######## block 1 ########
--- src/rtl/audio_pwm_out_if.sv ---
// Sample stream interface between the SPI cart bridge and the audio PWM
// output stage. Each transfer carries one stereo pair {L[15:8], R[7:0]}.
interface audio_pwm_out_if;
  logic        s_valid;
  logic [15:0] s_data;
  logic        s_ready;

  modport master (
    output s_valid,
    output s_data,
    input  s_ready
  );

  modport slave (
    input  s_valid,
    input  s_data,
    output s_ready
  );
endinterface

--- src/rtl/audio_pwm_out.sv ---
// Stereo audio output stage: buffers 8-bit unsigned L/R pairs in a FIFO,
// releases one pair per sample tick, and renders each channel as 8-bit PWM
// at clk_8m/256. While enable is low the startup screen PWM is passed
// through to both pins and the playback registers return to silence.
module audio_pwm_out #(
  parameter int unsigned SAMPLE_DIV = 500,
  parameter int unsigned DEPTH      = 16
) (
  input  logic                     clk_8m,
  input  logic                     nrst,
  input  logic                     enable,
  audio_pwm_out_if.slave           s,
  input  logic                     startup_pwm,
  output logic                     pwm_l,
  output logic                     pwm_r,
  output logic [$clog2(DEPTH):0]   fifo_level,
  output logic [7:0]               underrun_cnt
);

  localparam int unsigned AW       = $clog2(DEPTH);
  localparam int unsigned PW       = AW + 1;
  localparam logic [15:0] DIV_LAST = 16'(SAMPLE_DIV - 1);
  localparam logic [PW-1:0] DEPTH_P = PW'(DEPTH);
  localparam logic [7:0]  SILENCE  = 8'h80;

  // Pointers carry one extra wrap bit so full and empty are distinguishable.
  logic [PW-1:0] wr_ptr_q, wr_ptr_d;
  logic [PW-1:0] rd_ptr_q, rd_ptr_d;
  logic [15:0]   div_q, div_d;
  logic [7:0]    pwm_cnt_q, pwm_cnt_d;
  logic [7:0]    staged_l_q, staged_l_d;
  logic [7:0]    staged_r_q, staged_r_d;
  logic [7:0]    cur_l_q, cur_l_d;
  logic [7:0]    cur_r_q, cur_r_d;
  logic [7:0]    underrun_q, underrun_d;
  logic          s_ready_q, s_ready_d;
  logic          pwm_l_q, pwm_l_d;
  logic          pwm_r_q, pwm_r_d;
  logic [15:0]   mem_q [DEPTH];

  logic          push_s;
  logic          pop_s;
  logic          tick_s;
  logic [PW-1:0] level_s;
  logic [PW-1:0] level_next_s;
  logic [15:0]   head_s;

  // Next-state logic for FIFO, sample-rate divider, PWM carrier and outputs.
  always_comb begin
    push_s       = s.s_valid & s_ready_q;
    level_s      = wr_ptr_q - rd_ptr_q;
    tick_s       = enable & (div_q == DIV_LAST);
    // Level is taken before this cycle's push, so a pair written into an
    // empty FIFO on a tick cycle waits for the next tick.
    pop_s        = tick_s & (level_s != {PW{1'b0}});
    head_s       = mem_q[rd_ptr_q[AW-1:0]];

    wr_ptr_d     = wr_ptr_q;
    rd_ptr_d     = rd_ptr_q;
    div_d        = div_q;
    pwm_cnt_d    = pwm_cnt_q + 8'd1;
    staged_l_d   = staged_l_q;
    staged_r_d   = staged_r_q;
    cur_l_d      = cur_l_q;
    cur_r_d      = cur_r_q;
    underrun_d   = underrun_q;
    pwm_l_d      = 1'b0;
    pwm_r_d      = 1'b0;

    if (push_s) begin
      wr_ptr_d = wr_ptr_q + PW'(1);
    end else begin
      wr_ptr_d = wr_ptr_q;
    end

    if (pop_s) begin
      rd_ptr_d = rd_ptr_q + PW'(1);
    end else begin
      rd_ptr_d = rd_ptr_q;
    end

    level_next_s = wr_ptr_d - rd_ptr_d;
    s_ready_d    = (level_next_s < DEPTH_P);

    if (!enable) begin
      div_d = 16'd0;
    end else if (tick_s) begin
      div_d = 16'd0;
    end else begin
      div_d = div_q + 16'd1;
    end

    if (tick_s && !pop_s && (underrun_q != 8'hFF)) begin
      underrun_d = underrun_q + 8'd1;
    end else begin
      underrun_d = underrun_q;
    end

    if (!enable) begin
      staged_l_d = SILENCE;
      staged_r_d = SILENCE;
    end else if (pop_s) begin
      staged_l_d = head_s[15:8];
      staged_r_d = head_s[7:0];
    end else begin
      staged_l_d = staged_l_q;
      staged_r_d = staged_r_q;
    end

    // Duty only changes at the carrier period boundary to avoid glitches.
    if (!enable) begin
      cur_l_d = SILENCE;
      cur_r_d = SILENCE;
    end else if (pwm_cnt_q == 8'hFF) begin
      cur_l_d = staged_l_q;
      cur_r_d = staged_r_q;
    end else begin
      cur_l_d = cur_l_q;
      cur_r_d = cur_r_q;
    end

    if (enable) begin
      pwm_l_d = (pwm_cnt_q < cur_l_q);
      pwm_r_d = (pwm_cnt_q < cur_r_q);
    end else begin
      pwm_l_d = startup_pwm;
      pwm_r_d = startup_pwm;
    end
  end

  // State registers with synchronous active-low reset.
  always_ff @(posedge clk_8m) begin
    if (!nrst) begin
      wr_ptr_q   <= {PW{1'b0}};
      rd_ptr_q   <= {PW{1'b0}};
      div_q      <= 16'd0;
      pwm_cnt_q  <= 8'd0;
      staged_l_q <= SILENCE;
      staged_r_q <= SILENCE;
      cur_l_q    <= SILENCE;
      cur_r_q    <= SILENCE;
      underrun_q <= 8'd0;
      s_ready_q  <= 1'b0;
      pwm_l_q    <= 1'b0;
      pwm_r_q    <= 1'b0;
    end else begin
      wr_ptr_q   <= wr_ptr_d;
      rd_ptr_q   <= rd_ptr_d;
      div_q      <= div_d;
      pwm_cnt_q  <= pwm_cnt_d;
      staged_l_q <= staged_l_d;
      staged_r_q <= staged_r_d;
      cur_l_q    <= cur_l_d;
      cur_r_q    <= cur_r_d;
      underrun_q <= underrun_d;
      s_ready_q  <= s_ready_d;
      pwm_l_q    <= pwm_l_d;
      pwm_r_q    <= pwm_r_d;
    end
  end

  // FIFO storage; contents need no reset because the pointers define validity.
  always_ff @(posedge clk_8m) begin
    if (nrst && push_s) begin
      mem_q[wr_ptr_q[AW-1:0]] <= s.s_data;
    end
  end

  assign s.s_ready    = s_ready_q;
  assign pwm_l        = pwm_l_q;
  assign pwm_r        = pwm_r_q;
  assign fifo_level   = wr_ptr_q - rd_ptr_q;
  assign underrun_cnt = underrun_q;

endmodule

--- src/flat_wrapper.sv ---
// flat-port wrapper written by rule: the top's interface ports become plain ports
module audio_pwm_out_flat 
#(
  parameter int unsigned SAMPLE_DIV = 500,
  parameter int unsigned DEPTH      = 16
)
  (clk_8m, nrst, enable, startup_pwm, pwm_l, pwm_r, fifo_level, underrun_cnt, s_s_valid, s_s_data, s_s_ready);
  audio_pwm_out_if s_i ();
  input  logic clk_8m;
  input  logic nrst;
  input  logic enable;
  input  logic startup_pwm;
  output logic pwm_l;
  output logic pwm_r;
  output logic [$clog2(DEPTH):0] fifo_level;
  output logic [7:0] underrun_cnt;
  input wire logic [$bits(s_i.s_valid)-1:0] s_s_valid;
  input wire logic [$bits(s_i.s_data)-1:0] s_s_data;
  output wire logic [$bits(s_i.s_ready)-1:0] s_s_ready;
  assign s_i.s_valid = s_s_valid;
  assign s_i.s_data = s_s_data;
  assign s_s_ready = s_i.s_ready;
  audio_pwm_out #(.SAMPLE_DIV(SAMPLE_DIV), .DEPTH(DEPTH)) u_core (.clk_8m(clk_8m), .nrst(nrst), .enable(enable), .s(s_i), .startup_pwm(startup_pwm), .pwm_l(pwm_l), .pwm_r(pwm_r), .fifo_level(fifo_level), .underrun_cnt(underrun_cnt));
endmodule
--- config.mk ---
export PLATFORM = sky130hd
export DESIGN_NAME = audio_pwm_out_flat
export DESIGN_NICKNAME = d
export VERILOG_FILES = /design/src/rtl/audio_pwm_out_if.sv /design/src/rtl/audio_pwm_out.sv /design/src/flat_wrapper.sv
export SDC_FILE = /design/constraint.sdc
export NUM_CORES = 1
export LEC_CHECK = 0
export ABC_AREA = 1
export ABC_CLOCK_PERIOD_IN_PS = 3850
export CAP_MARGIN = 20
export CELL_PAD_IN_SITES_DETAIL_PLACEMENT = 1
export CELL_PAD_IN_SITES_GLOBAL_PLACEMENT = 1
export CORE_UTILIZATION = 31
export CTS_CLUSTER_DIAMETER = 50
export DETAILED_ROUTE_END_ITERATION = 6
export GPL_TIMING_DRIVEN = 0
export PLACE_DENSITY = 0.65
export RECOVER_POWER = 50
export SKIP_LAST_GASP = 1
export SLEW_MARGIN = 20
export SYNTH_ARGS = -nofsm -noshare
export SYNTH_HDL_FRONTEND = slang
export SYNTH_SLANG_ARGS = --single-unit
--- constraint.sdc ---
create_clock -name clk_8m -period 3.85 [get_ports clk_8m]
set_clock_uncertainty 0.05 [all_clocks]
set_input_delay 0.5775 -clock clk_8m [delete_from_list [all_inputs] [get_ports clk_8m]]
set_output_delay 0.5775 -clock clk_8m [all_outputs]
set_load 0.01 [all_outputs]
Fig. 1: block 1, ports around the boundary
Pins as bars across the die edge, other pins in gray.
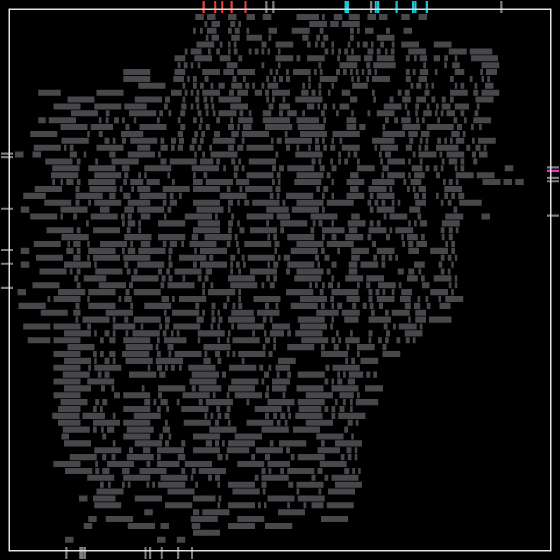
[`fifo_level`] red | pins: 5 | direction: output | edge: top
[`startup_pwm`] magenta | pins: 1 | direction: input | edge: right
[`underrun_cnt`] cyan | pins: 8 | direction: output | edge: top
all pins by edge: 17 top, 9 bottom, 6 left, 5 right
Die Width: 214 µm
Die Ht: 214 µm
number of input and output port buffers inserted: 35

Fig. 2: block 1, selected gate families
Bar = 50 µm.
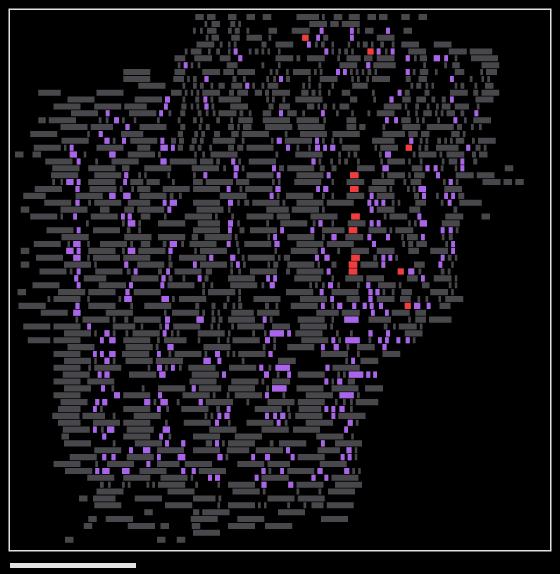
[inverting AOI/OAI gates] purple | cells: 304
[AND-OR and OR-AND gates] red | cells: 12
logic share of the area: 24.6%
Commonest Layout Cell: sky130_fd_sc_hd__edfxtp_1
Post-Layout Cell Count: 1,916

==> notes.md <==
yosys + openroad results -> tap cells 592, clock tree from TritonCTS built, slack of the worst reg-to-reg path 0.44 ns, MUX share of area 0%, total internal power 6.14 mW, status complete, but fails checks, syn nets 1,249, final max-slew violation count 0, routability congestion estimate from global placement 0.782, global-route congestion overflow total 0, setup ws final 0.230 ns, simple-gate share of the synthesized area 12.2%, Placed Cells 1,845, launching element type of the critical path flip-flop, Post-Synth Adder-Cell Area 2.76%, Top Metal Used met5, total setup violations reported at the end of the flow 0, violated checks DRC, flops out of synthesis 333, register area 9230 µm², Post-Layout Inst Area 16,500 µm², Residual DRC 2, Cell Area, Placed 15,200 µm², DR vias 9,582, leading register cell type out of synthesis sky130_fd_sc_hd__edfxtp_1, dominant power group sequential cells, proportion of netlist area held by the largest area contributor 55.4%
-- worst max-delay path, stage by stage, from the launching register on --
cell and delay (ns):
sky130_fd_sc_hd__dfxtp_1 0.42, sky130_fd_sc_hd__clkinvlp_4 0.27, sky130_fd_sc_hd__clkbuf_2 0.34, sky130_fd_sc_hd__ha_1 0.42, sky130_fd_sc_hd__a21oi_1 0.19, sky130_fd_sc_hd__nand2_1 0.08
sky130_fd_sc_hd__nand2_1 0.07, sky130_fd_sc_hd__nand2_2 0.07, sky130_fd_sc_hd__inv_1 0.05, sky130_fd_sc_hd__clkdlybuf4s50_1 0.52
-- path summary, 6_finish.rpt --
path	startpoint	end	depth (start not counted)
hold / removal	u_core.div_q[0]$_SDFF_PP0_	u_core.div_q[0]$_SDFF_PP0_	1
setup / recovery	u_core.rd_ptr_q[3]$_SDFF_PN0_	fifo_level[4]	9
hold reg to reg	u_core.div_q[0]$_SDFF_PP0_	u_core.div_q[0]$_SDFF_PP0_	1
setup reg to reg	u_core.rd_ptr_q[3]$_SDFF_PN0_	u_core.s.s_ready$_SDFF_PN0_	21
-- metal layers --
metal  vias up  GRT usage (%)
li1       4514              -
met1      4765           22.0
met2       232           29.7
met3        69           3.66
met4         2           6.35
met5         -              0

######## block 2 ########
Fig. 3: block 2, ports around the boundary
Pins as bars across the die edge, other pins in gray.
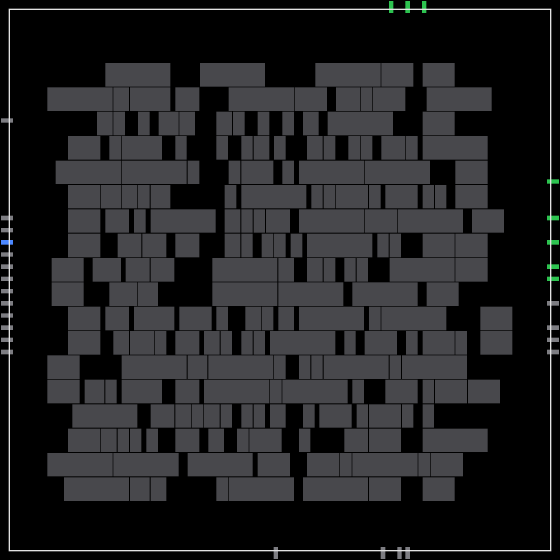
Fig. 4: block 2, sequential cells colored by netlist name
Bar = 20 µm.
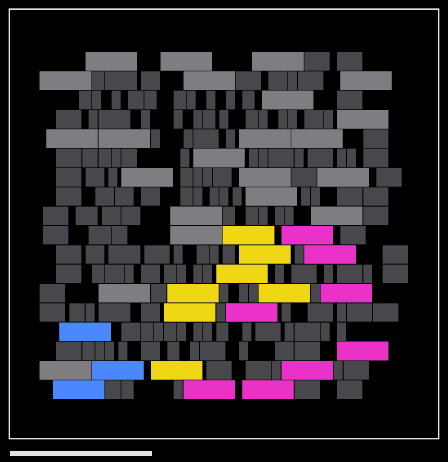
Fig. 5: block 2, wiring by layer
Two of the layers only.
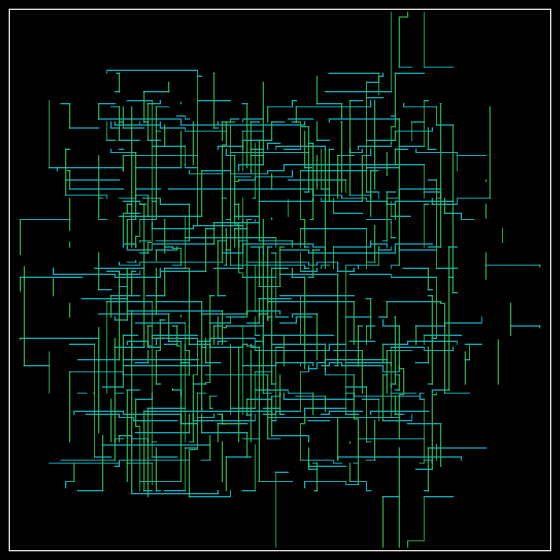
$ cat config.mk
export PLATFORM = sky130hd
export DESIGN_NAME = tdm_demux_rx_flat
export DESIGN_NICKNAME = d
export VERILOG_FILES = /design/src/rtl/tdm_pkg.sv /design/src/rtl/tdm_demux_rx_if.sv /design/src/rtl/tdm_chan_rx.sv /design/src/rtl/tdm_demux_rx.sv /design/src/flat_wrapper.sv
export SDC_FILE = /design/constraint.sdc
export NUM_CORES = 1
export LEC_CHECK = 0
export CORE_MARGIN = 4
export CORE_UTILIZATION = 57
export CTS_BUF_LIST = sky130_fd_sc_hd__clkbuf_4
export DETAILED_ROUTE_END_ITERATION = 8
export PLACE_DENSITY = 0.84
export SLEW_MARGIN = 20
export SYNTH_ARGS = -nofsm -noshare
export SYNTH_HDL_FRONTEND = slang
export SYNTH_SLANG_ARGS = --single-unit
$ cat constraint.sdc
create_clock -name clk -period 3.36 [get_ports clk]
set_clock_uncertainty 0.15 [all_clocks]
set_input_delay 0.336 -clock clk [delete_from_list [all_inputs] [get_ports clk]]
set_output_delay 0.336 -clock clk [all_outputs]
set_load 0.02 [all_outputs]
$ cat src/rtl/tdm_pkg.sv
// Shared constants and types for the 2:1 TDM serial demultiplexer receiver.
package tdm_pkg;

    localparam int unsigned DEFAULT_WIDTH = 8;

    localparam logic CH_A = 1'b0;
    localparam logic CH_B = 1'b1;

    typedef enum logic {
        StEmpty,
        StFull
    } hold_state_e;

endpackage

$ cat src/rtl/tdm_demux_rx_if.sv
// Serial-line, handshake and status bundle between the TDM line driver and the receiver.
interface tdm_demux_rx_if
    import tdm_pkg::*;
#(
    parameter int unsigned WIDTH = DEFAULT_WIDTH
);

    logic             y;
    logic             select;
    logic             bit_valid;
    logic             sync;
    logic             ovf_clr;
    logic             a_ready;
    logic             b_ready;
    logic [WIDTH-1:0] a_word;
    logic [WIDTH-1:0] b_word;
    logic             a_valid;
    logic             b_valid;
    logic             a_ovf;
    logic             b_ovf;

    modport master (
        output y, select, bit_valid, sync, ovf_clr, a_ready, b_ready,
        input  a_word, b_word, a_valid, b_valid, a_ovf, b_ovf
    );

    modport slave (
        input  y, select, bit_valid, sync, ovf_clr, a_ready, b_ready,
        output a_word, b_word, a_valid, b_valid, a_ovf, b_ovf
    );

endinterface

$ cat src/rtl/tdm_chan_rx.sv
// One receive channel: MSB-first deserializer, single-word holding register with
// EMPTY/FULL handshake FSM, and a sticky overflow flag for dropped words.
module tdm_chan_rx
    import tdm_pkg::*;
#(
    parameter int unsigned WIDTH = DEFAULT_WIDTH
) (
    input  logic             clk,
    input  logic             rst_n,
    input  logic             i_en,
    input  logic             i_y,
    input  logic             i_sync,
    input  logic             i_ovf_clr,
    input  logic             i_ready,
    output logic [WIDTH-1:0] o_word,
    output logic             o_valid,
    output logic             o_ovf
);

    localparam int unsigned     CntW    = $clog2(WIDTH);
    localparam logic [CntW-1:0] LastCnt = CntW'(WIDTH - 1);

    logic [WIDTH-1:0] r_shreg;
    logic [CntW-1:0]  r_cnt;
    logic [WIDTH-1:0] r_word;
    logic             r_ovf;
    hold_state_e      r_state;
    hold_state_e      w_state_next;

    logic             w_shift;
    logic             w_last;
    logic             w_load;
    logic             w_drop;
    logic [WIDTH-1:0] w_new_word;

    assign w_shift    = i_en & ~i_sync;
    assign w_last     = w_shift & (r_cnt == LastCnt);
    assign w_new_word = {r_shreg[WIDTH-2:0], i_y};
    // A completed word is taken if the holder is empty or being drained this same edge.
    assign w_load     = w_last & ((r_state == StEmpty) | i_ready);
    assign w_drop     = w_last & (r_state == StFull) & ~i_ready;

    always_ff @(posedge clk) begin
        if (!rst_n || i_sync) begin
            r_shreg <= '0;
            r_cnt   <= '0;
        end else if (w_shift) begin
            r_shreg <= w_new_word;
            r_cnt   <= w_last ? '0 : r_cnt + CntW'(1);
        end
    end

    always_ff @(posedge clk) begin
        if (!rst_n) begin
            r_word <= '0;
        end else if (w_load) begin
            r_word <= w_new_word;
        end
    end

    // Overflow set wins over a simultaneous clear.
    always_ff @(posedge clk) begin
        if (!rst_n) begin
            r_ovf <= 1'b0;
        end else if (w_drop) begin
            r_ovf <= 1'b1;
        end else if (i_ovf_clr) begin
            r_ovf <= 1'b0;
        end
    end

    always_ff @(posedge clk) begin
        if (!rst_n) begin
            r_state <= StEmpty;
        end else begin
            r_state <= w_state_next;
        end
    end

    always_comb begin
        w_state_next = r_state;
        unique case (r_state)
            StEmpty: if (w_last) w_state_next = StFull;
            StFull:  if (i_ready && !w_last) w_state_next = StEmpty;
            default: w_state_next = StEmpty;
        endcase
    end

    always_comb begin
        o_valid = 1'b0;
        if (r_state == StFull) o_valid = 1'b1;
    end

    assign o_word = r_word;
    assign o_ovf  = r_ovf;

endmodule

$ cat src/rtl/tdm_demux_rx.sv
// 2:1 TDM receiver: steers each tagged serial bit into channel a or b and presents
// completed words through independent valid/ready holding registers.
module tdm_demux_rx
    import tdm_pkg::*;
#(
    parameter int unsigned WIDTH = DEFAULT_WIDTH
) (
    input logic            clk,
    input logic            rst_n,
    tdm_demux_rx_if.slave  bus
);

    logic w_en_a;
    logic w_en_b;

    assign w_en_a = bus.bit_valid & (bus.select == CH_A);
    assign w_en_b = bus.bit_valid & (bus.select == CH_B);

    tdm_chan_rx #(
        .WIDTH (WIDTH)
    ) u_chan_a (
        .clk       (clk),
        .rst_n     (rst_n),
        .i_en      (w_en_a),
        .i_y       (bus.y),
        .i_sync    (bus.sync),
        .i_ovf_clr (bus.ovf_clr),
        .i_ready   (bus.a_ready),
        .o_word    (bus.a_word),
        .o_valid   (bus.a_valid),
        .o_ovf     (bus.a_ovf)
    );

    tdm_chan_rx #(
        .WIDTH (WIDTH)
    ) u_chan_b (
        .clk       (clk),
        .rst_n     (rst_n),
        .i_en      (w_en_b),
        .i_y       (bus.y),
        .i_sync    (bus.sync),
        .i_ovf_clr (bus.ovf_clr),
        .i_ready   (bus.b_ready),
        .o_word    (bus.b_word),
        .o_valid   (bus.b_valid),
        .o_ovf     (bus.b_ovf)
    );

endmodule

$ cat src/flat_wrapper.sv
// flat-port wrapper written by rule: the top's interface ports become plain ports
module tdm_demux_rx_flat import tdm_pkg::*;
#(
    parameter int unsigned WIDTH = DEFAULT_WIDTH
)
  (clk, rst_n, bus_y, bus_select, bus_bit_valid, bus_sync, bus_ovf_clr, bus_a_ready, bus_b_ready, bus_a_word, bus_b_word, bus_a_valid, bus_b_valid, bus_a_ovf, bus_b_ovf);
  tdm_demux_rx_if #(.WIDTH(WIDTH)) bus_i ();
  input logic clk;
  input logic rst_n;
  input wire logic [$bits(bus_i.y)-1:0] bus_y;
  input wire logic [$bits(bus_i.select)-1:0] bus_select;
  input wire logic [$bits(bus_i.bit_valid)-1:0] bus_bit_valid;
  input wire logic [$bits(bus_i.sync)-1:0] bus_sync;
  input wire logic [$bits(bus_i.ovf_clr)-1:0] bus_ovf_clr;
  input wire logic [$bits(bus_i.a_ready)-1:0] bus_a_ready;
  input wire logic [$bits(bus_i.b_ready)-1:0] bus_b_ready;
  output wire logic [$bits(bus_i.a_word)-1:0] bus_a_word;
  output wire logic [$bits(bus_i.b_word)-1:0] bus_b_word;
  output wire logic [$bits(bus_i.a_valid)-1:0] bus_a_valid;
  output wire logic [$bits(bus_i.b_valid)-1:0] bus_b_valid;
  output wire logic [$bits(bus_i.a_ovf)-1:0] bus_a_ovf;
  output wire logic [$bits(bus_i.b_ovf)-1:0] bus_b_ovf;
  assign bus_i.y = bus_y;
  assign bus_i.select = bus_select;
  assign bus_i.bit_valid = bus_bit_valid;
  assign bus_i.sync = bus_sync;
  assign bus_i.ovf_clr = bus_ovf_clr;
  assign bus_i.a_ready = bus_a_ready;
  assign bus_i.b_ready = bus_b_ready;
  assign bus_a_word = bus_i.a_word;
  assign bus_b_word = bus_i.b_word;
  assign bus_a_valid = bus_i.a_valid;
  assign bus_b_valid = bus_i.b_valid;
  assign bus_a_ovf = bus_i.a_ovf;
  assign bus_b_ovf = bus_i.b_ovf;
  tdm_demux_rx #(.WIDTH(WIDTH)) u_core (.clk(clk), .rst_n(rst_n), .bus(bus_i));
endmodule
==> notes.md <==
yosys + openroad results -> status finished, final reports clean, list of cells traversed by the critical path clkdlybuf4s50_1 -> and3b_1 -> and3_1 -> mux2i_1, biggest cell category by area in the final layout registers, crit path time final 1.91 ns, max-capacitance violation count 0, upper clock frequency limit 0.524 GHz, final worst-path cycle share 56.8%, count of cells along the worst hold path 2, crit path from bus_select, average via count per standard cell 5.32, M1 GR Usage 23.0%, detailed placement HPWL 2210 µm, worst setup path class primary input to flip-flop, total power 0.751 mW, Global Route met3 Usage 7.99%, commonest non-fill, non-tap cells in the layout sky130_fd_sc_hd__nand2_1, sky130_fd_sc_hd__dfxtp_1, sky130_fd_sc_hd__clkdlybuf4s50_1, sky130_fd_sc_hd__a21oi_1, sky130_fd_sc_hd__mux2i_1, slew of the pin with the lowest slew margin 0.726 ns, Post-Synthesis Cell Area 1560 µm², clock tree from TritonCTS built, simple-gate share of the synthesized area 23.5%, total setup violations reported at the end of the flow 0, MUX share of area 10.3%, clock transition time at the flip-flop clock pins of the worst setup and hold paths 0.11 ns, number of buffers added to fix hold violations after cts 0, Die ar. 3630 µm², Post-Synth Adder-Cell Area 3.21%, final net count 219, Buffers & Inverters on Critical Path 1, YS chip area 1560 µm², sum of negative setup slack 0 ns, Met2 Routed Length 1450 µm, Worst Path Max Fanout 11, post-placement setup slack 1.11 ns, Crit path required time 3.49 ns
About Fig. 3:
[`bus_sync`] blue | pins: 1 | direction: input | edge: left
[`bus_a_word`] green | pins: 8 | direction: output | edge: 5 right, 3 top
Die Ht: 60.3 µm
Die Width: 60.3 µm

About Fig. 4:
[`u_core.u_chan_b.r_shreg`] yellow | flops: 7
[`u_core.u_chan_b.r_cnt`] blue | flops: 3
[`u_core.u_chan_b.o_word`] magenta | flops: 8
not colored: 22
core utilization of the finished layout: 74.4%
register area: 801 µm²
flop share of the area: 42.3%
sequential-cell power consumption: 0.475 mW

About Fig. 5:
[met2] green | wire length: 1,450 µm
[met1] cyan | wire length: 1,380 µm
wire length per cell after detailed routing: 13.0 µm
DR vias: 1,260
routed wire length: 3070 µm

==> cell families (layout without fill, tap and decap cells) <==
kind of cell | after synthesis | count (layout)
simple gates | 84 | 84
flops | 40 | 40
compound gates | 24 | 24
mux | 16 | 16
buf+inv | 13 | 39
fa+ha+maj | 4 | 4
==> synth_stat cells <==
cell                       count
sky130_fd_sc_hd__o31ai_1       2
sky130_fd_sc_hd__or3_1         2
sky130_fd_sc_hd__nor3b_1       1
sky130_fd_sc_hd__inv_1         1
sky130_fd_sc_hd__a21oi_1      22
sky130_fd_sc_hd__and3_1        2
sky130_fd_sc_hd__nand3b_1      5
sky130_fd_sc_hd__buf_2         3
sky130_fd_sc_hd__dfxtp_1      40
sky130_fd_sc_hd__ha_1          4
sky130_fd_sc_hd__nand2b_1      3
sky130_fd_sc_hd__clkbuf_1      8
sky130_fd_sc_hd__nand2_1      69
sky130_fd_sc_hd__and3b_1       1
sky130_fd_sc_hd__or3b_1        1
sky130_fd_sc_hd__mux2i_1      16
sky130_fd_sc_hd__buf_4         1
==> where the power goes <==
| part | internal [mW] | switching (mW) |
|---|---|---|
| registers | 0.475 | 0.000669 |
| clock network | 0.0967 | 0.146 |
| logic | 0.0133 | 0.0197 |

######## block 3 ########
`src/rtl/decoder_3_8_seq.sv`:
```
// Registered 3-to-8 one-hot decoder with valid/ready handshakes, an 8-step
// self-test sweep and a saturating count of completed output transfers.
module decoder_3_8_seq #(
    parameter int COUNT_W = 8
) (
    input  logic               clk,
    input  logic               rst,
    input  logic               en,
    input  logic [2:0]         i,
    input  logic               in_valid,
    output logic               in_ready,
    input  logic               sweep_start,
    output logic               sweep_busy,
    output logic [7:0]         q,
    output logic               q_valid,
    input  logic               out_ready,
    output logic [COUNT_W-1:0] xfer_count
);

    typedef enum logic [1:0] {
        IDLE  = 2'd0,
        HOLD  = 2'd1,
        SWEEP = 2'd2
    } state_e;

    state_e               state_q, state_d;
    logic [7:0]           q_q, q_d;
    logic                 q_valid_q, q_valid_d;
    logic [2:0]           step_q, step_d;
    logic [COUNT_W-1:0]   count_q, count_d;

    logic                 accept;
    logic                 xfer;
    logic [2:0]           step_nxt;

    assign sweep_busy = (state_q == SWEEP);
    assign in_ready   = en & ~sweep_busy & ~sweep_start & (~q_valid_q | out_ready);
    assign accept     = in_valid & in_ready;
    assign xfer       = q_valid_q & out_ready;
    assign step_nxt   = step_q + 3'd1;

    always_comb begin
        // NOTE: every signal gets a hold default first so no path infers a latch.
        state_d   = state_q;
        q_d       = q_q;
        q_valid_d = q_valid_q;
        step_d    = step_q;

        case (state_q)
            IDLE: begin
                if (sweep_start && en) begin
                    state_d   = SWEEP;
                    q_d       = 8'h01;
                    q_valid_d = 1'b1;
                    step_d    = 3'd0;
                end else if (accept) begin
                    state_d   = HOLD;
                    q_d       = 8'd1 << i;
                    q_valid_d = 1'b1;
                end
            end
            HOLD: begin
                // In HOLD an accept can only happen alongside a transfer.
                if (accept) begin
                    q_d       = 8'd1 << i;
                    q_valid_d = 1'b1;
                end else if (xfer) begin
                    state_d   = IDLE;
                    q_valid_d = 1'b0;
                end
            end
            SWEEP: begin
                if (xfer) begin
                    if (step_q == 3'd7) begin
                        state_d   = IDLE;
                        q_valid_d = 1'b0;
                        step_d    = 3'd0;
                    end else if (en) begin
                        step_d    = step_nxt;
                        q_d       = 8'd1 << step_nxt;
                    end else begin
                        q_valid_d = 1'b0;
                    end
                end else if (!q_valid_q && en) begin
                    // Resume a paused sweep with the step after the last transferred one.
                    step_d    = step_nxt;
                    q_d       = 8'd1 << step_nxt;
                    q_valid_d = 1'b1;
                end
            end
            default: begin
                state_d   = IDLE;
                q_valid_d = 1'b0;
                step_d    = 3'd0;
            end
        endcase
    end

    always_comb begin
        count_d = count_q;
        if (xfer && (count_q != {COUNT_W{1'b1}}))
            count_d = count_q + COUNT_W'(1);
    end

    // NOTE: state uses non-blocking assignments so all registers update together at the edge.
    always_ff @(posedge clk or posedge rst) begin
        if (rst) begin
            state_q   <= IDLE;
            q_q       <= 8'h00;
            q_valid_q <= 1'b0;
            step_q    <= 3'd0;
            count_q   <= '0;
        end else begin
            state_q   <= state_d;
            q_q       <= q_d;
            q_valid_q <= q_valid_d;
            step_q    <= step_d;
            count_q   <= count_d;
        end
    end

    assign q          = q_q;
    assign q_valid    = q_valid_q;
    assign xfer_count = count_q;

endmodule

```
`config.mk`:
```
export PLATFORM = sky130hd
export DESIGN_NAME = decoder_3_8_seq
export DESIGN_NICKNAME = d
export VERILOG_FILES = /design/src/rtl/decoder_3_8_seq.sv
export SDC_FILE = /design/constraint.sdc
export NUM_CORES = 1
export LEC_CHECK = 0
export CAP_MARGIN = 15
export CELL_PAD_IN_SITES_DETAIL_PLACEMENT = 1
export CELL_PAD_IN_SITES_GLOBAL_PLACEMENT = 2
export CORE_MARGIN = 10
export CORE_UTILIZATION = 34
export DETAILED_ROUTE_END_ITERATION = 16
export PLACE_DENSITY_LB_ADDON = 0.1
export SKIP_LAST_GASP = 1
export SLEW_MARGIN = 5
export SYNTH_ARGS = -nofsm -noshare
export SYNTH_HDL_FRONTEND = slang
export SYNTH_SLANG_ARGS = --single-unit
```
`constraint.sdc`:
```
create_clock -name clk -period 4.86 [get_ports clk]
set_input_delay 0.729 -clock clk [delete_from_list [all_inputs] [get_ports clk]]
set_output_delay 0.729 -clock clk [all_outputs]
set_load 0.02 [all_outputs]
```
Fig. 6: block 3, selected gate families
Bar = 20 µm.
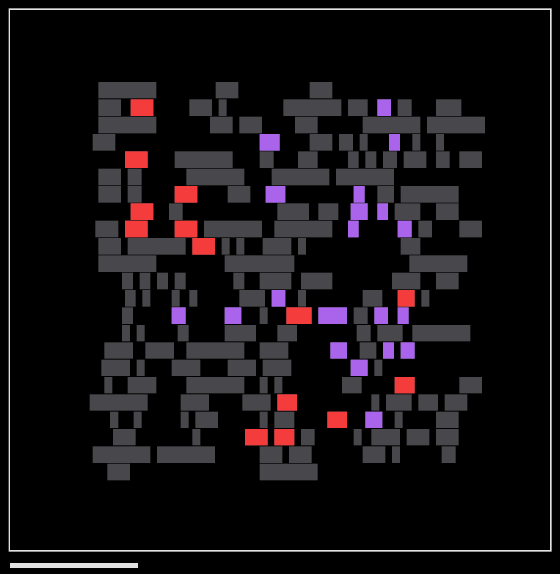
[AND-OR and OR-AND gates] red | cells: 14
[inverting AOI/OAI gates] purple | cells: 20
Post-Layout Cell Count: 222
Commonest Layout Cell: sky130_fd_sc_hd__clkdlybuf4s50_1
logic share of the area: 45.5%

Fig. 7: block 3, wiring by layer
Two of the layers only.
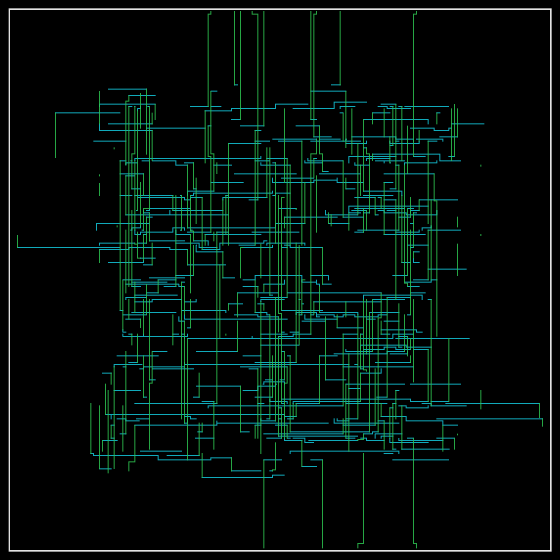
[met1] cyan | wire length: 1,760 µm
[met2] green | wire length: 1,970 µm
routed wire length: 3970 µm
DR vias: 1,175
wire length per cell after detailed routing: 17.9 µm

Fig. 8: block 3, ports around the boundary
Pins as bars across the die edge, other pins in gray.
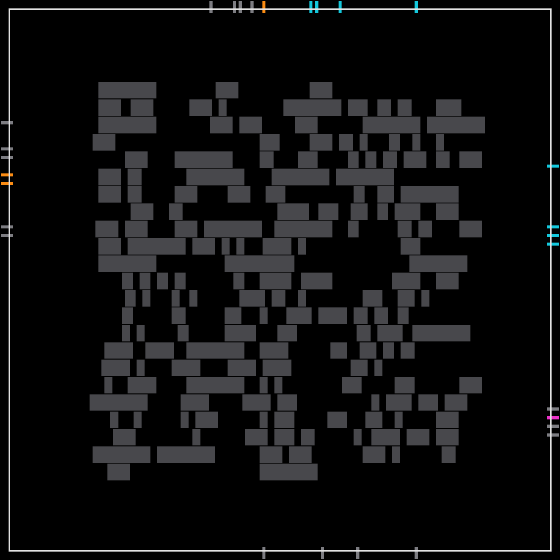
[`out_ready`] magenta | pins: 1 | direction: input | edge: right
[`i`] orange | pins: 3 | direction: input | edge: 2 left, 1 top
[`xfer_count`] cyan | pins: 8 | direction: output | edge: 4 right, 4 top
all pins by edge: 9 top, 8 right, 7 left, 4 bottom
Die Ht: 84.7 µm
Die Width: 84.7 µm

==> notes.md <==
yosys + openroad results -> instance count of the mapped netlist 142, number of diodes added for antenna fixing 0, final max-slew violation count 0, vias in the first global route 1,347, Routed met1 length 1760 µm, yosys cell count 142, R2R cell count 6, pwr/cell area 588 nW/µm², GRT Overall Usage 11.6%, largest area contributor in the netlist sky130_fd_sc_hd__dfrtp_1, Buffers & Inverters on Critical Path 2, Residual DRC 0, asr flop ratio synth 100%, Crit path depth 4, floorplan row count 23, worst setup path class primary input to output port, count of boundary I/O pins 28, list of cells traversed by the critical path clkdlybuf4s50_1 -> nand2b_2 -> and3_1 -> clkdlybuf4s50_1, status finished, final reports clean, clock tree from TritonCTS built, post-CTS repair timing setup buffer count 0, WHS 0.500 ns
==> final cells by class <==
cell class                      count  area [µm²]  area share (%)
Clock inverter                      1        30.0            1.65
Timing Repair Buffer               27         270            14.8
Sequential cell                    22         551            30.2
Inverter                           10        37.5            2.06
Multi-Input combinational cell    109         828            45.5
Tap cell                           50        62.6            3.44
Clock buffer                        3        41.3            2.27
==> cell families after synthesis <==
logic type      Yosys count  synth area share (%)
fa+ha+maj                11                  9.68
mux                       8                  6.25
buf+inv                  11                  2.99
xor+xnor                  4                  2.47
simple gates             52                  21.0
flops                    22                  38.7
compound gates           34                  18.9
==> metal layers <==
metal | GRT usage (%) | vias to the layer above
met5 | 0 | -
met4 | 2.69 | 0
met3 | 3.48 | 5
met2 | 20.4 | 18
met1 | 13.3 | 566
li1 | - | 586
==> power breakdown <==
group,leakage (nW),internal [mW],switching [mW]
clock network,0.0357,0.110,0.0684
logic,0.480,0.264,0.320
registers,0.286,0.243,0.0657
==> cell usage in the layout (no fill, tap or decap), drive strengths merged, types with 5 or more instances in the layout <==
master and count:
inv 10, clkdlybuf4s50 27, nor3 6, nor2 7, a21oi 5, dfrtp 22, ha 11, a221o 7
nand2 12, and3 5

######## block 4 ########
Fig. 9: block 4, clock nets
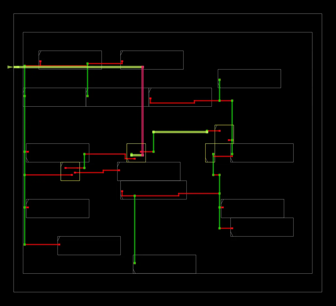
Fig. 10: block 4, ports around the boundary
Pins as bars across the die edge, other pins in gray.
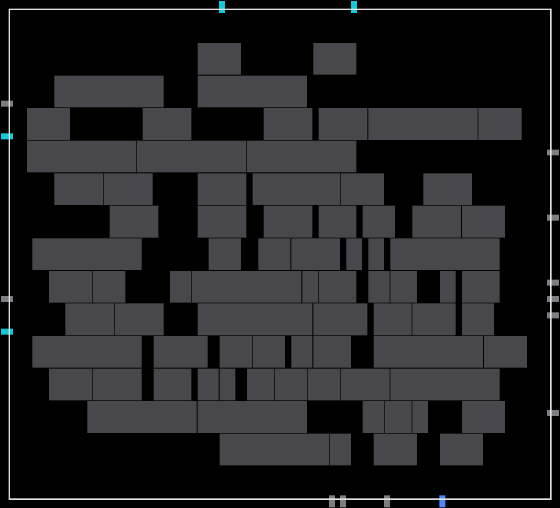
### src/rtl/serial_sum_collector.sv
// -----------------------------------------------------------------------------
// serial_sum_collector
//
// Collects the LSB-first serial sum stream of the bit-serial adder together
// with its final carry, and presents each completed frame as the parallel
// word {out_cout, out_sum} on a valid/ready port.
//
// The design is double-buffered. The shift register assembles the next frame
// while the output register holds the current one. When a frame completes
// while the output is still occupied, the shift register (plus a one-bit carry
// hold) keeps the word and the collector stops accepting beats (FULL) until
// the consumer drains.
//
// Ports
//   clk        : rising-edge clock
//   reset      : asynchronous, active-low reset
//   in_valid   : serial beat strobe from the adder
//   in_ready   : collector can accept a beat (high in COLLECT)
//   in_bit     : sum bit, LSB first
//   in_last    : marks the final (MSB) beat of a frame
//   in_cout    : carry-out, sampled only on the in_last beat
//   out_valid  : out_sum/out_cout hold a complete frame
//   out_ready  : consumer accepts the word
//   out_sum    : assembled WIDTH-bit sum
//   out_cout   : frame carry-out
//   frame_err  : sticky framing-error flag (early or missing in_last)
//   err_clr    : synchronous clear of frame_err; a new error in the same
//                cycle wins
// -----------------------------------------------------------------------------
module serial_sum_collector #(
  parameter int WIDTH = 4
) (
  input  logic             clk,
  input  logic             reset,
  input  logic             in_valid,
  output logic             in_ready,
  input  logic             in_bit,
  input  logic             in_last,
  input  logic             in_cout,
  output logic             out_valid,
  input  logic             out_ready,
  output logic [WIDTH-1:0] out_sum,
  output logic             out_cout,
  output logic             frame_err,
  input  logic             err_clr
);

  localparam int CNT_W = (WIDTH > 2) ? $clog2(WIDTH) : 1;
  localparam logic [CNT_W-1:0] CNT_LAST = CNT_W'(WIDTH - 1);

  typedef enum logic {
    ST_COLLECT = 1'b0,
    ST_FULL    = 1'b1
  } state_t;

  state_t           state_q,     state_d;
  logic [CNT_W-1:0] cnt_q,       cnt_d;
  logic [WIDTH-1:0] sr_q,        sr_d;
  logic             hold_cout_q, hold_cout_d;
  logic             out_valid_q, out_valid_d;
  logic [WIDTH-1:0] out_sum_q,   out_sum_d;
  logic             out_cout_q,  out_cout_d;
  logic             frame_err_q, frame_err_d;

  logic             beat;
  logic             drain;
  logic [WIDTH-1:0] word;

  assign in_ready  = (state_q == ST_COLLECT);
  assign beat      = in_valid & in_ready;
  assign drain     = out_valid_q & out_ready;
  // Word as it stands after shifting in the current bit.
  assign word      = {in_bit, sr_q[WIDTH-1:1]};

  assign out_valid = out_valid_q;
  assign out_sum   = out_sum_q;
  assign out_cout  = out_cout_q;
  assign frame_err = frame_err_q;

  always_comb begin
    state_d     = state_q;
    cnt_d       = cnt_q;
    sr_d        = sr_q;
    hold_cout_d = hold_cout_q;
    out_valid_d = out_valid_q;
    out_sum_d   = out_sum_q;
    out_cout_d  = out_cout_q;
    frame_err_d = frame_err_q;

    // Clear first so that an error detected below in the same cycle wins.
    if (err_clr) begin
      frame_err_d = 1'b0;
    end

    // A drain with no replacement word empties the output; data is kept.
    if (drain) begin
      out_valid_d = 1'b0;
    end

    if (state_q == ST_COLLECT) begin
      if (beat) begin
        sr_d = word;
        if (cnt_q == CNT_LAST) begin
          cnt_d = '0;
          if (in_last) begin
            if (!out_valid_q || drain) begin
              out_sum_d   = word;
              out_cout_d  = in_cout;
              out_valid_d = 1'b1;
            end else begin
              // Output still occupied: park the word in sr and stall.
              hold_cout_d = in_cout;
              state_d     = ST_FULL;
            end
          end else begin
            // Missing last: drop the word and resync on the next beat.
            frame_err_d = 1'b1;
          end
        end else begin
          if (in_last) begin
            // Early last: drop the partial frame.
            cnt_d       = '0;
            frame_err_d = 1'b1;
          end else begin
            cnt_d = cnt_q + 1'b1;
          end
        end
      end
    end else begin
      // FULL: the parked word moves to the output on the draining edge.
      if (drain) begin
        out_sum_d   = sr_q;
        out_cout_d  = hold_cout_q;
        out_valid_d = 1'b1;
        state_d     = ST_COLLECT;
      end
    end
  end

  always_ff @(posedge clk or negedge reset) begin
    if (!reset) begin
      state_q     <= ST_COLLECT;
      cnt_q       <= '0;
      sr_q        <= '0;
      hold_cout_q <= 1'b0;
      out_valid_q <= 1'b0;
      out_sum_q   <= '0;
      out_cout_q  <= 1'b0;
      frame_err_q <= 1'b0;
    end else begin
      state_q     <= state_d;
      cnt_q       <= cnt_d;
      sr_q        <= sr_d;
      hold_cout_q <= hold_cout_d;
      out_valid_q <= out_valid_d;
      out_sum_q   <= out_sum_d;
      out_cout_q  <= out_cout_d;
      frame_err_q <= frame_err_d;
    end
  end

endmodule

### config.mk
export PLATFORM = sky130hd
export DESIGN_NAME = serial_sum_collector
export DESIGN_NICKNAME = d
export VERILOG_FILES = /design/src/rtl/serial_sum_collector.sv
export SDC_FILE = /design/constraint.sdc
export NUM_CORES = 1
export LEC_CHECK = 0
export CORE_ASPECT_RATIO = 0.9
export CORE_UTILIZATION = 43
export DETAILED_ROUTE_END_ITERATION = 16
export GPL_TIMING_DRIVEN = 0
export PLACE_DENSITY_LB_ADDON = 0.25
export SLEW_MARGIN = 20
export SYNTH_ARGS = -nofsm -noshare
export SYNTH_HDL_FRONTEND = slang
export SYNTH_SLANG_ARGS = --single-unit
### constraint.sdc
create_clock -name clk -period 1.6 [get_ports clk]
set_input_delay 0.32 -clock clk [delete_from_list [all_inputs] [get_ports clk]]
set_output_delay 0.32 -clock clk [all_outputs]
set_load 0.01 [all_outputs]
==> notes.md <==
yosys + openroad results -> clock tree from TritonCTS built, violation count after the first detailed-route iteration 1, layout filler cell count 127, switching power as a share of total power 26.9%, Worst Setup End Kind flip-flop, number of buffers added to fix hold violations after cts 0, peak per-stage delay on the critical path 0.53 ns, launching element type of the critical path primary input, register area 377 µm², non-clock buffer count in the final layout 22, R2R cell count 5, FF-to-FF End out_sum[3]$_DFFE_PN0P_, FF-to-FF Start cnt_q[0]$_DFFE_PN0P_, routed wire length 1350 µm, unique cell type count in the Yosys netlist 23, OpenROAD warning count 27, share of synthesized area occupied by flip-flops and latches 52.2%, Multi-In Gates 34, static power due to leakage 0.423 nW, commonest non-fill, non-tap cells in the layout sky130_fd_sc_hd__mux2_2, sky130_fd_sc_hd__dfrtp_1, sky130_fd_sc_hd__clkdlybuf4s50_1, sky130_fd_sc_hd__buf_4, wire length per cell after detailed routing 13.5 µm, Post-Layout Inst Area 976 µm², sum of negative setup slack 0 ns, number of antenna violations at the first check in global routing 0, floorplan row count 13, status finished, final reports clean, worst hold start in_last, slack of the worst reg-to-reg path 0.06 ns, core utilization of the finished layout 65.2%, Post-Layout Cell Count 100, tap cells 22, first-pass GRT wire length 2160 µm, starting density of the core 48.1%, IR Drop Worst-Case VDD 0.634 mV, biggest cell category by area in the final layout registers, Area growth syn-to-layout 35.7%, count of cells along the worst hold path 3, number of input and output port buffers inserted 14, Residual DRC 0, DR vias 501, layout clock buffer count 4, ranking of synthesized cells by instance count sky130_fd_sc_hd__dfrtp_1, sky130_fd_sc_hd__mux2_2, sky130_fd_sc_hd__inv_1, count of boundary I/O pins 16, leading register cell type out of synthesis sky130_fd_sc_hd__dfrtp_1, yosys cell count 55, WHS 0.369 ns, switching power summed over all nets 0.288 mW, final worst-path cycle share 97.1%, flops out of synthesis 15, YS chip area 719 µm², slew of the pin with the lowest slew margin 0.657 ns, routability congestion estimate from global placement 0.760
## Picture notes: Fig. 9
Worst Clk Skew: 0.00656 ns
worst skew pair latency: 0.28 ns
total number of clock tree sinks: 15
Inserted Clock Buffers: 3

## Picture notes: Fig. 10
[`frame_err`] blue | pins: 1 | direction: output | edge: bottom
[`out_sum`] cyan | pins: 4 | direction: output | edge: 2 top, 2 left
Die Width: 45.1 µm
Die Ht: 40.8 µm

## worst reg2reg max path, cell delays in order (launching register included)
cell and delay [ns]:
sky130_fd_sc_hd__dfrtp_1 0.40, sky130_fd_sc_hd__ha_4 0.18, sky130_fd_sc_hd__a31oi_2 0.12, sky130_fd_sc_hd__a211oi_4 0.25
sky130_fd_sc_hd__buf_6 0.16, sky130_fd_sc_hd__mux2_2 0.33
## cells by family after synthesis
logic type | after synthesis | synth area share, %
flip-flops | 15 | 52.2
adder cells (fa/ha/maj) | 2 | 3.48
XOR/XNOR | 1 | 1.22
AND-OR/OR-AND | 9 | 10.1
buffers and inverters | 6 | 3.65
AND/OR/NAND/NOR | 7 | 5.91
multiplexers | 15 | 23.5
## routing by layer
| layer | global-route usage (%) | share of wire, % | vias up | wire length, µm |
|---|---|---|---|---|
| li1 | - | - | 246 | - |
| met1 | 19.9 | 45 | 241 | 611 |
| met2 | 30.8 | 49 | 12 | 666 |
| met3 | 7.05 | 4.7 | 2 | 63 |
| met4 | 6.82 | 0.89 | 0 | 12 |
| met5 | 0 | 0 | - | 0 |
## repair_timing
action	in CTS	in global routing
pin swaps	1	0
setup endpoints to repair	7	5
setup buffers	3	2
hold endpoints to repair	0	0
resized	4	3

######## block 5 ########
Fig. 11: block 5, wiring by layer
Two of the layers only.
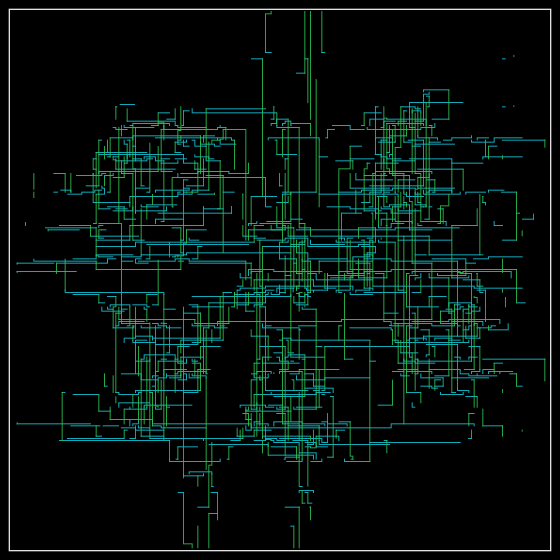
Fig. 12: block 5, ports around the boundary
Pins as bars across the die edge, other pins in gray.
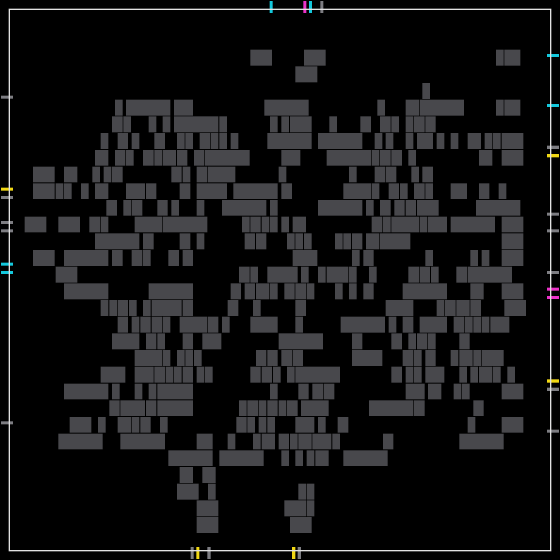
<file path="src/rtl/contador_param_if.sv">
// Request/response bus of contador_param: per-channel push/pop strobes, indexed
// read request and registered read result with saturation flags.
interface contador_param_if #(
  parameter int NUM_CH = 5,
  parameter int DATA_W = 6,
  parameter int IDX_W  = 3
);
  logic [NUM_CH-1:0] push;
  logic [NUM_CH-1:0] pop;
  logic              req;
  logic [IDX_W-1:0]  idx;
  logic [DATA_W-1:0] data;
  logic              valid;
  logic              err;
  logic [NUM_CH-1:0] sat;

  modport master (
    output push, pop, req, idx,
    input  data, valid, err, sat
  );

  modport slave (
    input  push, pop, req, idx,
    output data, valid, err, sat
  );
endinterface

</file>
<file path="src/rtl/contador_param.sv">
// Bank of NUM_CH saturating up/down counters with sticky saturation flags and
// a one-cycle registered indexed read port. Define CONTADOR_CLR_ON_READ_EN for clear-on-read.
module contador_param #(
  parameter int NUM_CH = 5,
  parameter int CNT_W  = 4,
  parameter int DATA_W = 6,
  parameter int IDX_W  = 3
) (
  input  logic                  clk,
  input  logic                  reset,
  contador_param_if.slave       bus
);

  localparam logic [CNT_W-1:0] CNT_MAX = '1;

  logic [CNT_W-1:0]  cnt_q [NUM_CH];
  logic [CNT_W-1:0]  cnt_d [NUM_CH];
  logic [CNT_W:0]    stp   [NUM_CH];
  logic [NUM_CH-1:0] sat_q, sat_d;
  logic [DATA_W-1:0] data_q, data_d;
  logic              valid_q, valid_d;
  logic              err_q, err_d;
  logic              rd_ok;
  logic [CNT_W-1:0]  rd_val;

  // Returns {limit_hit, next_count}; push+pop together is a no-op.
  function automatic logic [CNT_W:0] cnt_step(input logic [CNT_W-1:0] c,
                                               input logic inc,
                                               input logic dec);
    logic [CNT_W:0] r;
    r = {1'b0, c};
    if (inc && !dec) begin
      if (c == CNT_MAX) r[CNT_W] = 1'b1;
      else              r[CNT_W-1:0] = c + 1'b1;
    end else if (dec && !inc) begin
      if (c == '0) r[CNT_W] = 1'b1;
      else         r[CNT_W-1:0] = c - 1'b1;
    end
    return r;
  endfunction

  always_comb begin
    rd_ok  = ({1'b0, bus.idx} < (IDX_W+1)'(NUM_CH));
    rd_val = '0;
    for (int i = 0; i < NUM_CH; i++) begin
      if (bus.idx == IDX_W'(i)) rd_val = cnt_q[i];
    end

    sat_d = sat_q;
    for (int i = 0; i < NUM_CH; i++) begin
      stp[i]   = cnt_step(cnt_q[i], bus.push[i], bus.pop[i]);
      cnt_d[i] = stp[i][CNT_W-1:0];
      sat_d[i] = sat_q[i] | stp[i][CNT_W];
`ifdef CONTADOR_CLR_ON_READ_EN
      // The read returns the pre-update count, so the cleared channel only keeps a lone push.
      if (bus.req && (bus.idx == IDX_W'(i))) begin
        cnt_d[i] = (bus.push[i] && !bus.pop[i]) ? CNT_W'(1) : '0;
        sat_d[i] = 1'b0;
      end
`endif
    end

    valid_d = bus.req;
    err_d   = bus.req && !rd_ok;
    data_d  = data_q;
    if (bus.req) data_d = rd_ok ? DATA_W'(rd_val) : '0;
  end

  always_ff @(posedge clk) begin
    if (reset) begin
      for (int i = 0; i < NUM_CH; i++) cnt_q[i] <= '0;
      sat_q   <= '0;
      data_q  <= '0;
      valid_q <= 1'b0;
      err_q   <= 1'b0;
    end else begin
      for (int i = 0; i < NUM_CH; i++) cnt_q[i] <= cnt_d[i];
      sat_q   <= sat_d;
      data_q  <= data_d;
      valid_q <= valid_d;
      err_q   <= err_d;
    end
  end

  assign bus.data  = data_q;
  assign bus.valid = valid_q;
  assign bus.err   = err_q;
  assign bus.sat   = sat_q;

endmodule
</file>
<file path="src/flat_wrapper.sv">
// flat-port wrapper written by rule: the top's interface ports become plain ports
module contador_param_flat 
#(
  parameter int NUM_CH = 5,
  parameter int CNT_W  = 4,
  parameter int DATA_W = 6,
  parameter int IDX_W  = 3
)
  (clk, reset, bus_push, bus_pop, bus_req, bus_idx, bus_data, bus_valid, bus_err, bus_sat);
  contador_param_if #(.NUM_CH(NUM_CH), .DATA_W(DATA_W), .IDX_W(IDX_W)) bus_i ();
  input  logic clk;
  input  logic reset;
  input wire logic [$bits(bus_i.push)-1:0] bus_push;
  input wire logic [$bits(bus_i.pop)-1:0] bus_pop;
  input wire logic [$bits(bus_i.req)-1:0] bus_req;
  input wire logic [$bits(bus_i.idx)-1:0] bus_idx;
  output wire logic [$bits(bus_i.data)-1:0] bus_data;
  output wire logic [$bits(bus_i.valid)-1:0] bus_valid;
  output wire logic [$bits(bus_i.err)-1:0] bus_err;
  output wire logic [$bits(bus_i.sat)-1:0] bus_sat;
  assign bus_i.push = bus_push;
  assign bus_i.pop = bus_pop;
  assign bus_i.req = bus_req;
  assign bus_i.idx = bus_idx;
  assign bus_data = bus_i.data;
  assign bus_valid = bus_i.valid;
  assign bus_err = bus_i.err;
  assign bus_sat = bus_i.sat;
  contador_param #(.NUM_CH(NUM_CH), .CNT_W(CNT_W), .DATA_W(DATA_W), .IDX_W(IDX_W)) u_core (.clk(clk), .reset(reset), .bus(bus_i));
endmodule
</file>
<file path="config.mk">
export PLATFORM = sky130hd
export DESIGN_NAME = contador_param_flat
export DESIGN_NICKNAME = d
export VERILOG_FILES = /design/src/rtl/contador_param_if.sv /design/src/rtl/contador_param.sv /design/src/flat_wrapper.sv
export SDC_FILE = /design/constraint.sdc
export NUM_CORES = 1
export LEC_CHECK = 0
export ABC_AREA = 1
export CORE_MARGIN = 2
export CORE_UTILIZATION = 30
export DETAILED_ROUTE_END_ITERATION = 10
export GPL_TIMING_DRIVEN = 0
export PLACE_DENSITY = 0.57
export SYNTH_ARGS = -nofsm -noshare
export SYNTH_HDL_FRONTEND = slang
export SYNTH_SLANG_ARGS = --single-unit
</file>
<file path="constraint.sdc">
create_clock -name clk -period 1.9 [get_ports clk]
set_input_delay 0.38 -clock clk [delete_from_list [all_inputs] [get_ports clk]]
set_output_delay 0.38 -clock clk [all_outputs]
set_load 0.01 [all_outputs]
</file>
==> notes.md <==
yosys + openroad results -> status finished, final reports clean, Worst Setup End Kind output port, instance count of the mapped netlist 322, WHS 0.452 ns, average via count per standard cell 4.58, FF-to-FF Start u_core.cnt_q[0][8]$_SDFFE_PP0P_, global-route congestion overflow total 0, share of post-route cells with drive strength above 1 13.7%, unique cell type count in the Yosys netlist 38, OpenROAD warning count 31, number of buffers on the longest clock path 2, Buffers & Inverters on Critical Path 1, Worst Clk Skew 0.00698 ns, Inserted Clock Buffers 5, Logic power comb 0.502 mW, tap cells 96, clock-cell share of area 3.15%, routability congestion estimate from global placement 0.848, crit path time final 1.57 ns, register area 621 µm², crit path from u_core.bus.data[0]$_SDFFE_PP0P_, slack of the worst reg-to-reg path 0.48 ns, Cell Area, Placed 2500 µm², Commonest Layout Cell sky130_fd_sc_hd__nand2_1, pwr/cell area 681 nW/µm², setup repair after global routing missed its margin no, number of diodes added for antenna fixing 0, total number of clock tree sinks 31, Crit path required time 1.52 ns, flops out of synthesis 31, final max-slew violation count 0
About Fig. 11:
[met2] green | wire length: 2,070 µm
[met1] cyan | wire length: 2,520 µm
routed wire length: 4840 µm
DR vias: 2,073
wire length per cell after detailed routing: 10.7 µm

About Fig. 12:
[`bus_pop`] yellow | pins: 5 | direction: input | edge: 2 bottom, 2 right, 1 left
[`bus_data`] cyan | pins: 6 | direction: output | edge: 2 left, 2 top, 2 right
[`bus_idx`] magenta | pins: 3 | direction: input | edge: 2 right, 1 top
number of input and output port buffers inserted: 26
Die Ht: 88.0 µm
Die Width: 88.0 µm

==> sequential cells by signal, indices dropped and copies added, names as in the netlist <==
register / flops
u_core.bus.err: 1
u_core.bus.data: 4
u_core.cnt_q: 20
u_core.bus.valid: 1
u_core.bus.sat: 5
==> routing by layer <==
layer / track usage [%] / up-vias / wire [µm]
li1: - / 1112 / -
met1: 17.9 / 915 / 2520
met3: 3.11 / 8 / 195
met2: 21.8 / 38 / 2070
met4: 4.20 / 0 / 49
met5: 0 / - / 0
==> stage by stage <==
stage / util (%) / worst slack [ns]
final: 38.0 / 0.333
after global routing: 38.0 / 0.294
after CTS: 38.0 / 0.330
after detailed placement: 36.8 / 0.124
after global placement: 36.8 / 0.156
after floorplan: - / 0.630
==> cell families after synthesis <==
family	share of synthesized area (%)
and+or+nand+nor	28.9
AOI/OAI and AO/OA	20.2
buffers and inverters	12.2
DFF	29.3
adders and majority gates	5.91
xor gates and xnor gates	3.31
other	0.177
==> worst register-to-register path, delay by kind of cell, from the launching register on <==
family	cells	cell delay, ns
flops	1	0.40
fa+ha+maj	1	0.20
buf+inv	3	0.25
simple gates	3	0.25
compound gates	1	0.23


==> gallery <==
Selected gate families.
image #1
Bar = 10 µm.
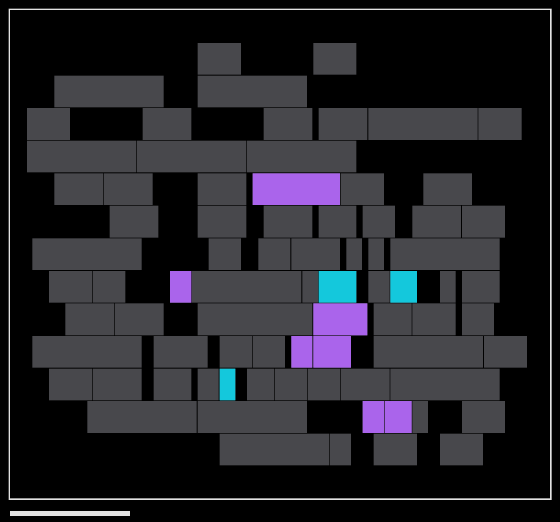
image #2
Bar = 20 µm.
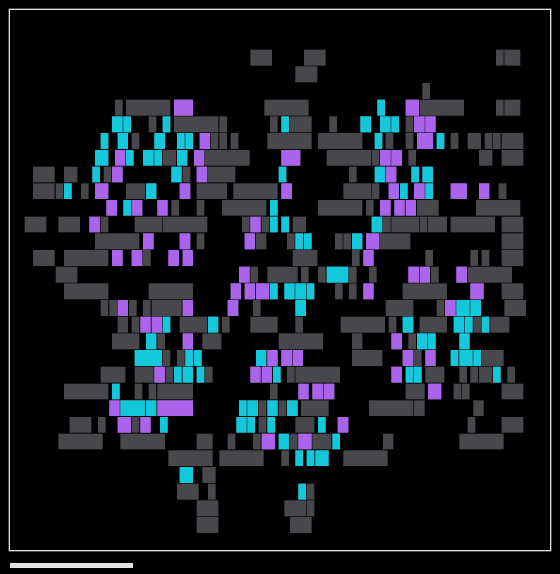
image #3
Bar = 20 µm.
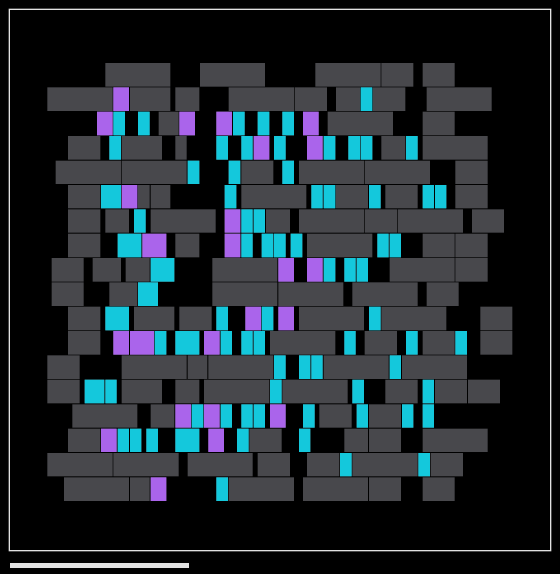
Block 4 is image #1.
Block 5 is image #2.
Block 2 is image #3.
The one with the fewest cells is image #1.

No activity file was given, so power comes from the tool's default toggle rates.
